=== rtmq_timer_mc ===
**rtmq_timer_mc: selected gate families**

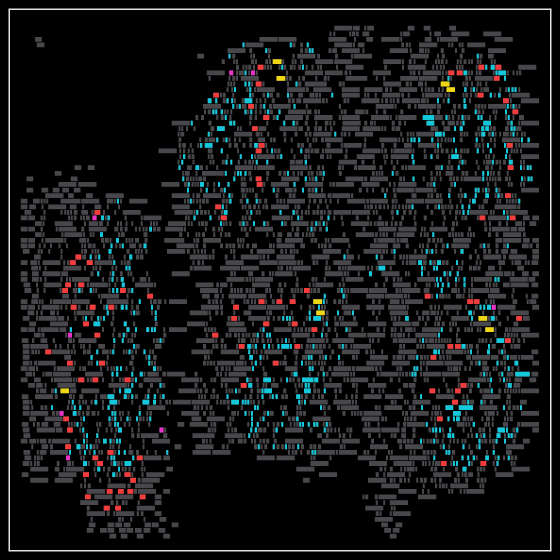

<file path="config.mk">
export PLATFORM = sky130hd
export DESIGN_NAME = rtmq_timer_mc
export DESIGN_NICKNAME = d
export VERILOG_FILES = /design/src/rtl/rtmq_timer_mc.sv
export SDC_FILE = /design/constraint.sdc
export NUM_CORES = 1
export LEC_CHECK = 0
export ABC_AREA = 1
export CAP_MARGIN = 20
export CORE_MARGIN = 5
export CORE_UTILIZATION = 35
export CTS_BUF_LIST = sky130_fd_sc_hd__clkbuf_4 sky130_fd_sc_hd__clkbuf_8 sky130_fd_sc_hd__clkbuf_16
export DETAILED_ROUTE_END_ITERATION = 8
export GPL_TIMING_DRIVEN = 0
export HOLD_SLACK_MARGIN = 0.06
export SETUP_SLACK_MARGIN = 0.02
export SYNTH_ARGS = -nofsm -noshare
export SYNTH_HDL_FRONTEND = slang
export SYNTH_SLANG_ARGS = --single-unit
export TNS_END_PERCENT = 100
</file>
<file path="constraint.sdc">
create_clock -name clk -period 12.45 [get_ports clk]
set_input_delay 1.245 -clock clk [delete_from_list [all_inputs] [get_ports clk]]
set_output_delay 1.245 -clock clk [all_outputs]
set_load 0.05 [all_outputs]
</file>
<file path="src/rtl/rtmq_timer_mc.sv">
// Multi-channel countdown timer with one-shot/periodic modes, sticky expiry flags,
// overrun and invalid-duration detection, plus a loadable free-running wall clock.
module rtmq_timer_mc #(
  parameter int N_CH  = 4,
  parameter int W_CH  = 2,
  parameter int W_DUR = 32,
  parameter int W_WCK = 64,
  parameter int N_MND = 9
) (
  input  logic             clk,
  input  logic             rst,
  input  logic             wr_en,
  input  logic [W_CH-1:0]  wr_ch,
  input  logic [1:0]       wr_mode,
  input  logic [W_DUR-1:0] wr_dur,
  input  logic [N_CH-1:0]  ack,
  input  logic             wck_ld,
  input  logic [W_WCK-1:0] wck_val,
  output logic [N_CH-1:0]  tim_flg,
  output logic [N_CH-1:0]  tim_pls,
  output logic [N_CH-1:0]  tim_bsy,
  output logic [N_CH-1:0]  tim_ovr,
  output logic [N_CH-1:0]  tim_err,
  output logic [W_WCK-1:0] wck
);

  logic [W_DUR-1:0] cnt [N_CH];
  logic [W_DUR-1:0] dur [N_CH];
  logic [N_CH-1:0]  per;
  logic [N_CH-1:0]  sel;
  logic [N_CH-1:0]  expire;

  function automatic logic dur_ok(input logic [W_DUR-1:0] d);
    return d > W_DUR'(N_MND);
  endfunction

  // An out-of-range wr_ch matches no channel, so the command falls away here.
  always_comb begin
    sel    = '0;
    expire = '0;
    for (int i = 0; i < N_CH; i++) begin
      sel[i]    = wr_en && (int'(wr_ch) == i);
      expire[i] = tim_bsy[i] && (cnt[i] == W_DUR'(1));
    end
  end

  always_ff @(posedge clk or posedge rst) begin
    if (rst) begin
      for (int i = 0; i < N_CH; i++) begin
        cnt[i] <= '0;
        dur[i] <= '0;
      end
      per     <= '0;
      tim_flg <= '0;
      tim_pls <= '0;
      tim_bsy <= '0;
      tim_ovr <= '0;
      tim_err <= '0;
      wck     <= '0;
    end else begin
      wck <= wck_ld ? wck_val : wck + 1'b1;
      for (int i = 0; i < N_CH; i++) begin
        tim_pls[i] <= 1'b0;
        // Ack clears first so that any set below on the same edge wins.
        if (ack[i]) begin
          tim_flg[i] <= 1'b0;
          tim_ovr[i] <= 1'b0;
          tim_err[i] <= 1'b0;
        end
        if (sel[i]) begin
          if (wr_mode == 2'b01 || wr_mode == 2'b10) begin
            if (dur_ok(wr_dur)) begin
              cnt[i]     <= wr_dur;
              dur[i]     <= wr_dur;
              per[i]     <= wr_mode[1];
              tim_bsy[i] <= 1'b1;
            end else begin
              tim_bsy[i] <= 1'b0;
              tim_pls[i] <= 1'b1;
              tim_flg[i] <= 1'b1;
              tim_err[i] <= 1'b1;
            end
          end else begin
            tim_bsy[i] <= 1'b0;
          end
        end else if (expire[i]) begin
          tim_pls[i] <= 1'b1;
          tim_flg[i] <= 1'b1;
          if (tim_flg[i] && !ack[i])
            tim_ovr[i] <= 1'b1;
          if (per[i]) begin
            cnt[i] <= dur[i];
          end else begin
            cnt[i]     <= cnt[i] - 1'b1;
            tim_bsy[i] <= 1'b0;
          end
        end else if (tim_bsy[i]) begin
          cnt[i] <= cnt[i] - 1'b1;
        end
      end
    end
  end

endmodule

</file>
=== watch_time_counter ===
**src/rtl/watch_time_counter.sv**
```systemverilog
// watch_time_counter
//   Time-keeping stage of the digital watch. A prescaler divides clk into a
//   1 Hz advance, and a 24-hour BCD HH:MM:SS count feeds the LCD formatter.
//   Set mode freezes the count, clears the seconds on entry, and lets rising
//   edges on inc_hour / inc_min step the hour and minute fields.
// Ports
//   clk        system clock, rising edge
//   rst        synchronous reset, active low
//   set_mode   1 = time-set mode (count frozen), 0 = run
//   inc_hour   level, debounced; each rising edge in set mode adds one hour
//   inc_min    level, debounced; each rising edge in set mode adds one minute
//   hour_10/hour1/min_10/min1/sec_10/sec1   BCD digits, registered
//   tick_1hz   one-cycle pulse with each seconds advance
//   day_wrap   one-cycle pulse with the 23:59:59 -> 00:00:00 rollover
module watch_time_counter #(
  parameter int CLK_DIV = 50_000_000
) (
  input  logic       clk,
  input  logic       rst,
  input  logic       set_mode,
  input  logic       inc_hour,
  input  logic       inc_min,
  output logic [3:0] hour_10,
  output logic [3:0] hour1,
  output logic [3:0] min_10,
  output logic [3:0] min1,
  output logic [3:0] sec_10,
  output logic [3:0] sec1,
  output logic       tick_1hz,
  output logic       day_wrap
);

  localparam int              PW       = $clog2(CLK_DIV);
  localparam logic [PW-1:0]   PRE_LAST = PW'(CLK_DIV - 1);

  logic [PW-1:0] pre_q, pre_d;
  logic [3:0]    hr10_q, hr10_d, hr1_q, hr1_d;
  logic [3:0]    mn10_q, mn10_d, mn1_q, mn1_d;
  logic [3:0]    sc10_q, sc10_d, sc1_q, sc1_d;
  logic          tick_q, tick_d, wrap_q, wrap_d;
  // Registered copies of the increment inputs and of set_mode for edge detection.
  logic          inc_hour_dq, inc_hour_dd, inc_min_dq, inc_min_dd;
  logic          set_mode_q, set_mode_d;

  // Next-value of the minute and hour fields, shared by the run-mode carry
  // chain and the set-mode increments so both wrap identically.
  logic [3:0] mn10_n, mn1_n, hr10_n, hr1_n;
  logic       mn_wrap, hr_wrap;
  logic       hour_edge, min_edge;

  always_comb begin
    mn1_n   = mn1_q + 4'd1;
    mn10_n  = mn10_q;
    mn_wrap = 1'b0;
    if (mn1_q == 4'd9) begin
      mn1_n = 4'd0;
      if (mn10_q == 4'd5) begin
        mn10_n  = 4'd0;
        mn_wrap = 1'b1;
      end else begin
        mn10_n = mn10_q + 4'd1;
      end
    end

    hr1_n   = hr1_q + 4'd1;
    hr10_n  = hr10_q;
    hr_wrap = 1'b0;
    if (hr10_q == 4'd2 && hr1_q == 4'd3) begin
      hr1_n   = 4'd0;
      hr10_n  = 4'd0;
      hr_wrap = 1'b1;
    end else if (hr1_q == 4'd9) begin
      hr1_n  = 4'd0;
      hr10_n = hr10_q + 4'd1;
    end
  end

  assign hour_edge = inc_hour & ~inc_hour_dq;
  assign min_edge  = inc_min  & ~inc_min_dq;

  always_comb begin
    pre_d       = pre_q;
    hr10_d      = hr10_q;
    hr1_d       = hr1_q;
    mn10_d      = mn10_q;
    mn1_d       = mn1_q;
    sc10_d      = sc10_q;
    sc1_d       = sc1_q;
    tick_d      = 1'b0;
    wrap_d      = 1'b0;
    inc_hour_dd = inc_hour;
    inc_min_dd  = inc_min;
    set_mode_d  = set_mode;

    if (set_mode) begin
      // Prescaler parked at 0 so the first tick after exit is a full period away.
      pre_d = '0;
      if (!set_mode_q) begin
        sc10_d = 4'd0;
        sc1_d  = 4'd0;
      end
      // Field-local wraps only: minutes never carry into hours here and an
      // hour wrap is not a day rollover.
      if (min_edge) begin
        mn10_d = mn10_n;
        mn1_d  = mn1_n;
      end
      if (hour_edge) begin
        hr10_d = hr10_n;
        hr1_d  = hr1_n;
      end
    end else if (pre_q == PRE_LAST) begin
      pre_d  = '0;
      tick_d = 1'b1;
      if (sc1_q != 4'd9) begin
        sc1_d = sc1_q + 4'd1;
      end else begin
        sc1_d = 4'd0;
        if (sc10_q != 4'd5) begin
          sc10_d = sc10_q + 4'd1;
        end else begin
          sc10_d = 4'd0;
          mn10_d = mn10_n;
          mn1_d  = mn1_n;
          if (mn_wrap) begin
            hr10_d = hr10_n;
            hr1_d  = hr1_n;
            wrap_d = hr_wrap;
          end
        end
      end
    end else begin
      pre_d = pre_q + 1'b1;
    end
  end

  always_ff @(posedge clk) begin
    if (!rst) begin
      pre_q       <= '0;
      hr10_q      <= 4'd0;
      hr1_q       <= 4'd0;
      mn10_q      <= 4'd0;
      mn1_q       <= 4'd0;
      sc10_q      <= 4'd0;
      sc1_q       <= 4'd0;
      tick_q      <= 1'b0;
      wrap_q      <= 1'b0;
      inc_hour_dq <= 1'b0;
      inc_min_dq  <= 1'b0;
      set_mode_q  <= 1'b0;
    end else begin
      pre_q       <= pre_d;
      hr10_q      <= hr10_d;
      hr1_q       <= hr1_d;
      mn10_q      <= mn10_d;
      mn1_q       <= mn1_d;
      sc10_q      <= sc10_d;
      sc1_q       <= sc1_d;
      tick_q      <= tick_d;
      wrap_q      <= wrap_d;
      inc_hour_dq <= inc_hour_dd;
      inc_min_dq  <= inc_min_dd;
      set_mode_q  <= set_mode_d;
    end
  end

  assign hour_10  = hr10_q;
  assign hour1    = hr1_q;
  assign min_10   = mn10_q;
  assign min1     = mn1_q;
  assign sec_10   = sc10_q;
  assign sec1     = sc1_q;
  assign tick_1hz = tick_q;
  assign day_wrap = wrap_q;

endmodule

```
**config.mk**
```make
export PLATFORM = sky130hd
export DESIGN_NAME = watch_time_counter
export DESIGN_NICKNAME = d
export VERILOG_FILES = /design/src/rtl/watch_time_counter.sv
export SDC_FILE = /design/constraint.sdc
export NUM_CORES = 1
export LEC_CHECK = 0
export CELL_PAD_IN_SITES_DETAIL_PLACEMENT = 1
export CELL_PAD_IN_SITES_GLOBAL_PLACEMENT = 1
export CORE_UTILIZATION = 45
export DETAILED_ROUTE_END_ITERATION = 12
export PLACE_DENSITY = 0.87
export SYNTH_ARGS = -nofsm -noshare
export SYNTH_HDL_FRONTEND = slang
export SYNTH_SLANG_ARGS = --single-unit
```
**constraint.sdc**
```tcl
create_clock -name clk -period 4.2 [get_ports clk]
set_clock_uncertainty 0.2 [all_clocks]
set_input_delay 1.05 -clock clk [delete_from_list [all_inputs] [get_ports clk]]
set_output_delay 1.05 -clock clk [all_outputs]
set_load 0.01 [all_outputs]
```

==> gallery <==
Routing congestion map.
panel A
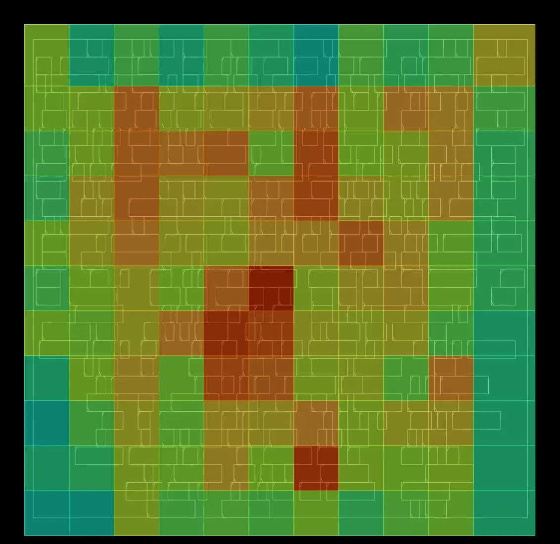
panel B
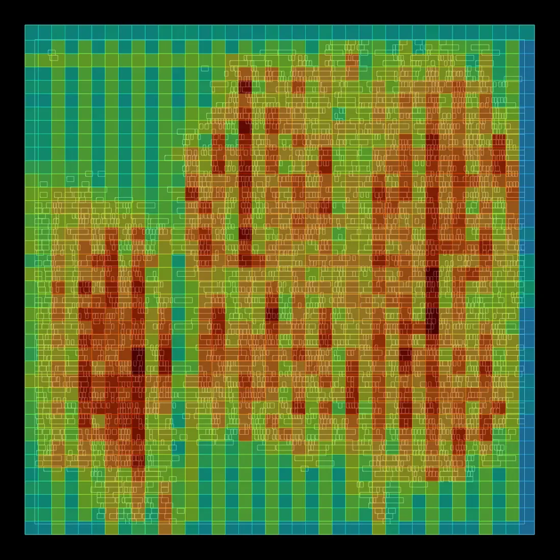
| picture | from |
|---|---|
| panel B | rtmq_timer_mc |
| panel A | watch_time_counter |
- most wire per cell: panel B
- highest utilization: panel A

**rtmq_timer_mc: M2 wires**

Bar = 100 um.
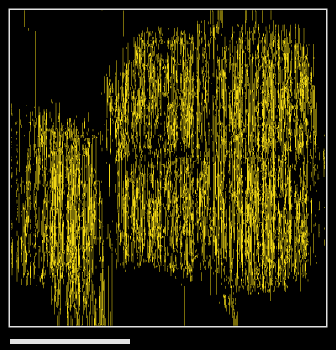
The layer carries 38.6 mm of wire. 2750 nets have wire on it. The longest straight run is 101 um. The layer holds 45% of the routed length. The wires run mostly vertical.
met2 usage: 38.8%
via count: 22800
routed wire length: 85.8 mm

About 'selected gate families' of rtmq_timer_mc:
Key: red = xor and xnor cells [cells 91, where all over the die]; cyan = nor cells [cells 560]; magenta = and/or cells [cells 8]; yellow = fa/ha/maj cells [cells 9]
Comb area share: 43.8%
Finished Layout Cells: 4482
most instantiated logic cell after routing: nand2_1

==> results.txt, rtmq_timer_mc <==
Final Hold Viols = 0
Power per cell area = 179 nW/um^2
Worst Hold Endpoint = tim_err[1]
Area post-placement = 25400 um^2
Yosys Instances = 3370
Hold wc startpoint = tim_err[1]
Sequential Power Share = 37.3%
XOR Share, Synth = 3.55%
Seq/Total Area, Yosys = 38.4%
Lkg Pwr = 12.9 nW
Slew margin rel. = 29.4%
Clock root buffer = clkbuf_16
Clock transition at the registers of the reported paths = 0.06 ns
Run status = completed
Min cycle time layout = 3.67 ns
# resized after CTS = 0
Comb pwr = 1.65 mW
Avg Vias per Cell = 5.09
Clock buffers and inverters, area share = 5.71%
P_seq = 1.80 mW
Area fraction in compound gates = 9.17%
Vias in the first global route = 22100
Nets = 3720
P_clk = 1.38 mW
Clk buf depth = 3
CP bufs+invs = 2
Delay-heaviest family, CP = simple AND/OR/NAND/NOR gates
Fin worst setup slack = 8.78 ns
Most frequent cell after synthesis = nand2_1
Fill count = 6802
Hpwl dp = 64.4 mm
Synth-to-layout area growth = 20.3%
Setup crit end = tim_flg[2]
OpenROAD warning count = 33
Yosys top cell by area = dfrtp_1
Synth unique cells = 44
Final Instance Area = 27000 um^2
Final setup vio count = 0
Place WS = 8.20 ns
Worst Skew = 0.0223 ns
Basic Gates by Area = 39.4%
CP required = 12.96 ns
1st-iter DRT viols = 2078
Die Ht = 263 um
Total power = 4.83 mW
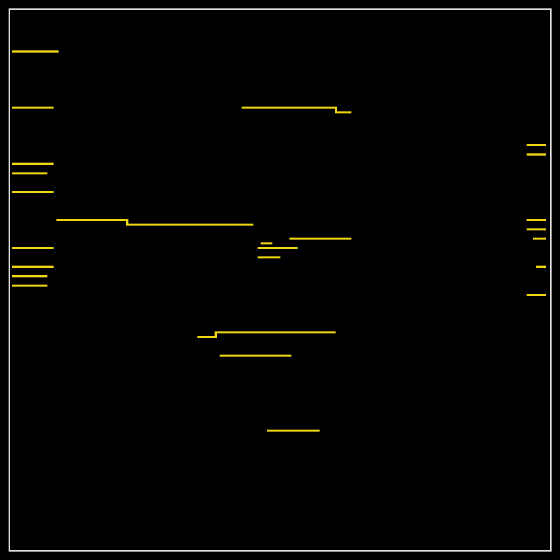
**Above:** watch_time_counter (signal wires on met3).
The wires run mostly horizontal. The layer holds 2.6% of the routed length.
via count: 2258
routed wire length: 6.34 mm
met3 Usage GRT: 4.07%

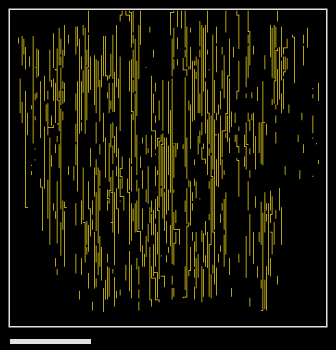
**Above:** watch_time_counter (M2 wires).
Bar = 20 um.
The layer carries 3110 um of wire. 308 nets have wire on it.
met2 usage: 38.0%

==> results.txt, watch_time_counter <==
Synth-to-layout area growth = 17.8%
Max cap viols = 0
Delay-heaviest family, CP = simple AND/OR/NAND/NOR gates
Sink Count = 55
Layout cell share with drive strength beyond 1 = 6.04%
# resized after CTS = 0
Setup_tns = 0 ns
Die area = 6150 um^2
Hold buffer count at cts = 0
P_clk = 0.317 mW
Min cycle time layout = 3.44 ns
Synth warnings = 0
Most frequent cell after synthesis = dfxtp_1
WHS Path Cells = 1
1st-pass router iterations = 4
Buffers excl. clock = 31
Most flops, register = pre_q
Run status = completed
Clock root buffer = clkbuf_8
FP Util = 47.2%
Avg Vias per Cell = 5.60
Mapped Area = 2630 um^2
Final setup vio count = 0
FFs w/ async S/R, synth = 0%
Cell area leaders = dfxtp_1 42%, nor2_1 5.0%, xor2_1 5.0%
Area leader share = 41.9%
Main logic family = simple AND/OR/NAND/NOR gates
Port-buffer cells = 30
Worst reg2reg startpoint = sec1[0]


==> screenshots <==
Sequential cells grouped by signal name.
image #1
Bar = 20 um. Other sequential cells in the stronger gray, the rest of the logic in the fainter gray.
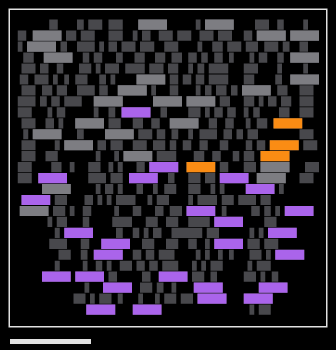
image #2
Bar = 100 um. Other sequential cells in the stronger gray, the rest of the logic in the fainter gray.
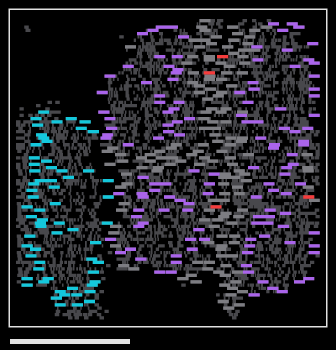
image #1: watch_time_counter
image #2: rtmq_timer_mc
Of these, most cells: image #2
Of these, most sequential cells: image #2

Key to image #1:
Key: orange = `sec_10` [sequential cells 4, where east]; purple = `pre_q` [sequential cells 26]

Power is estimated from default activity; no workload was simulated.
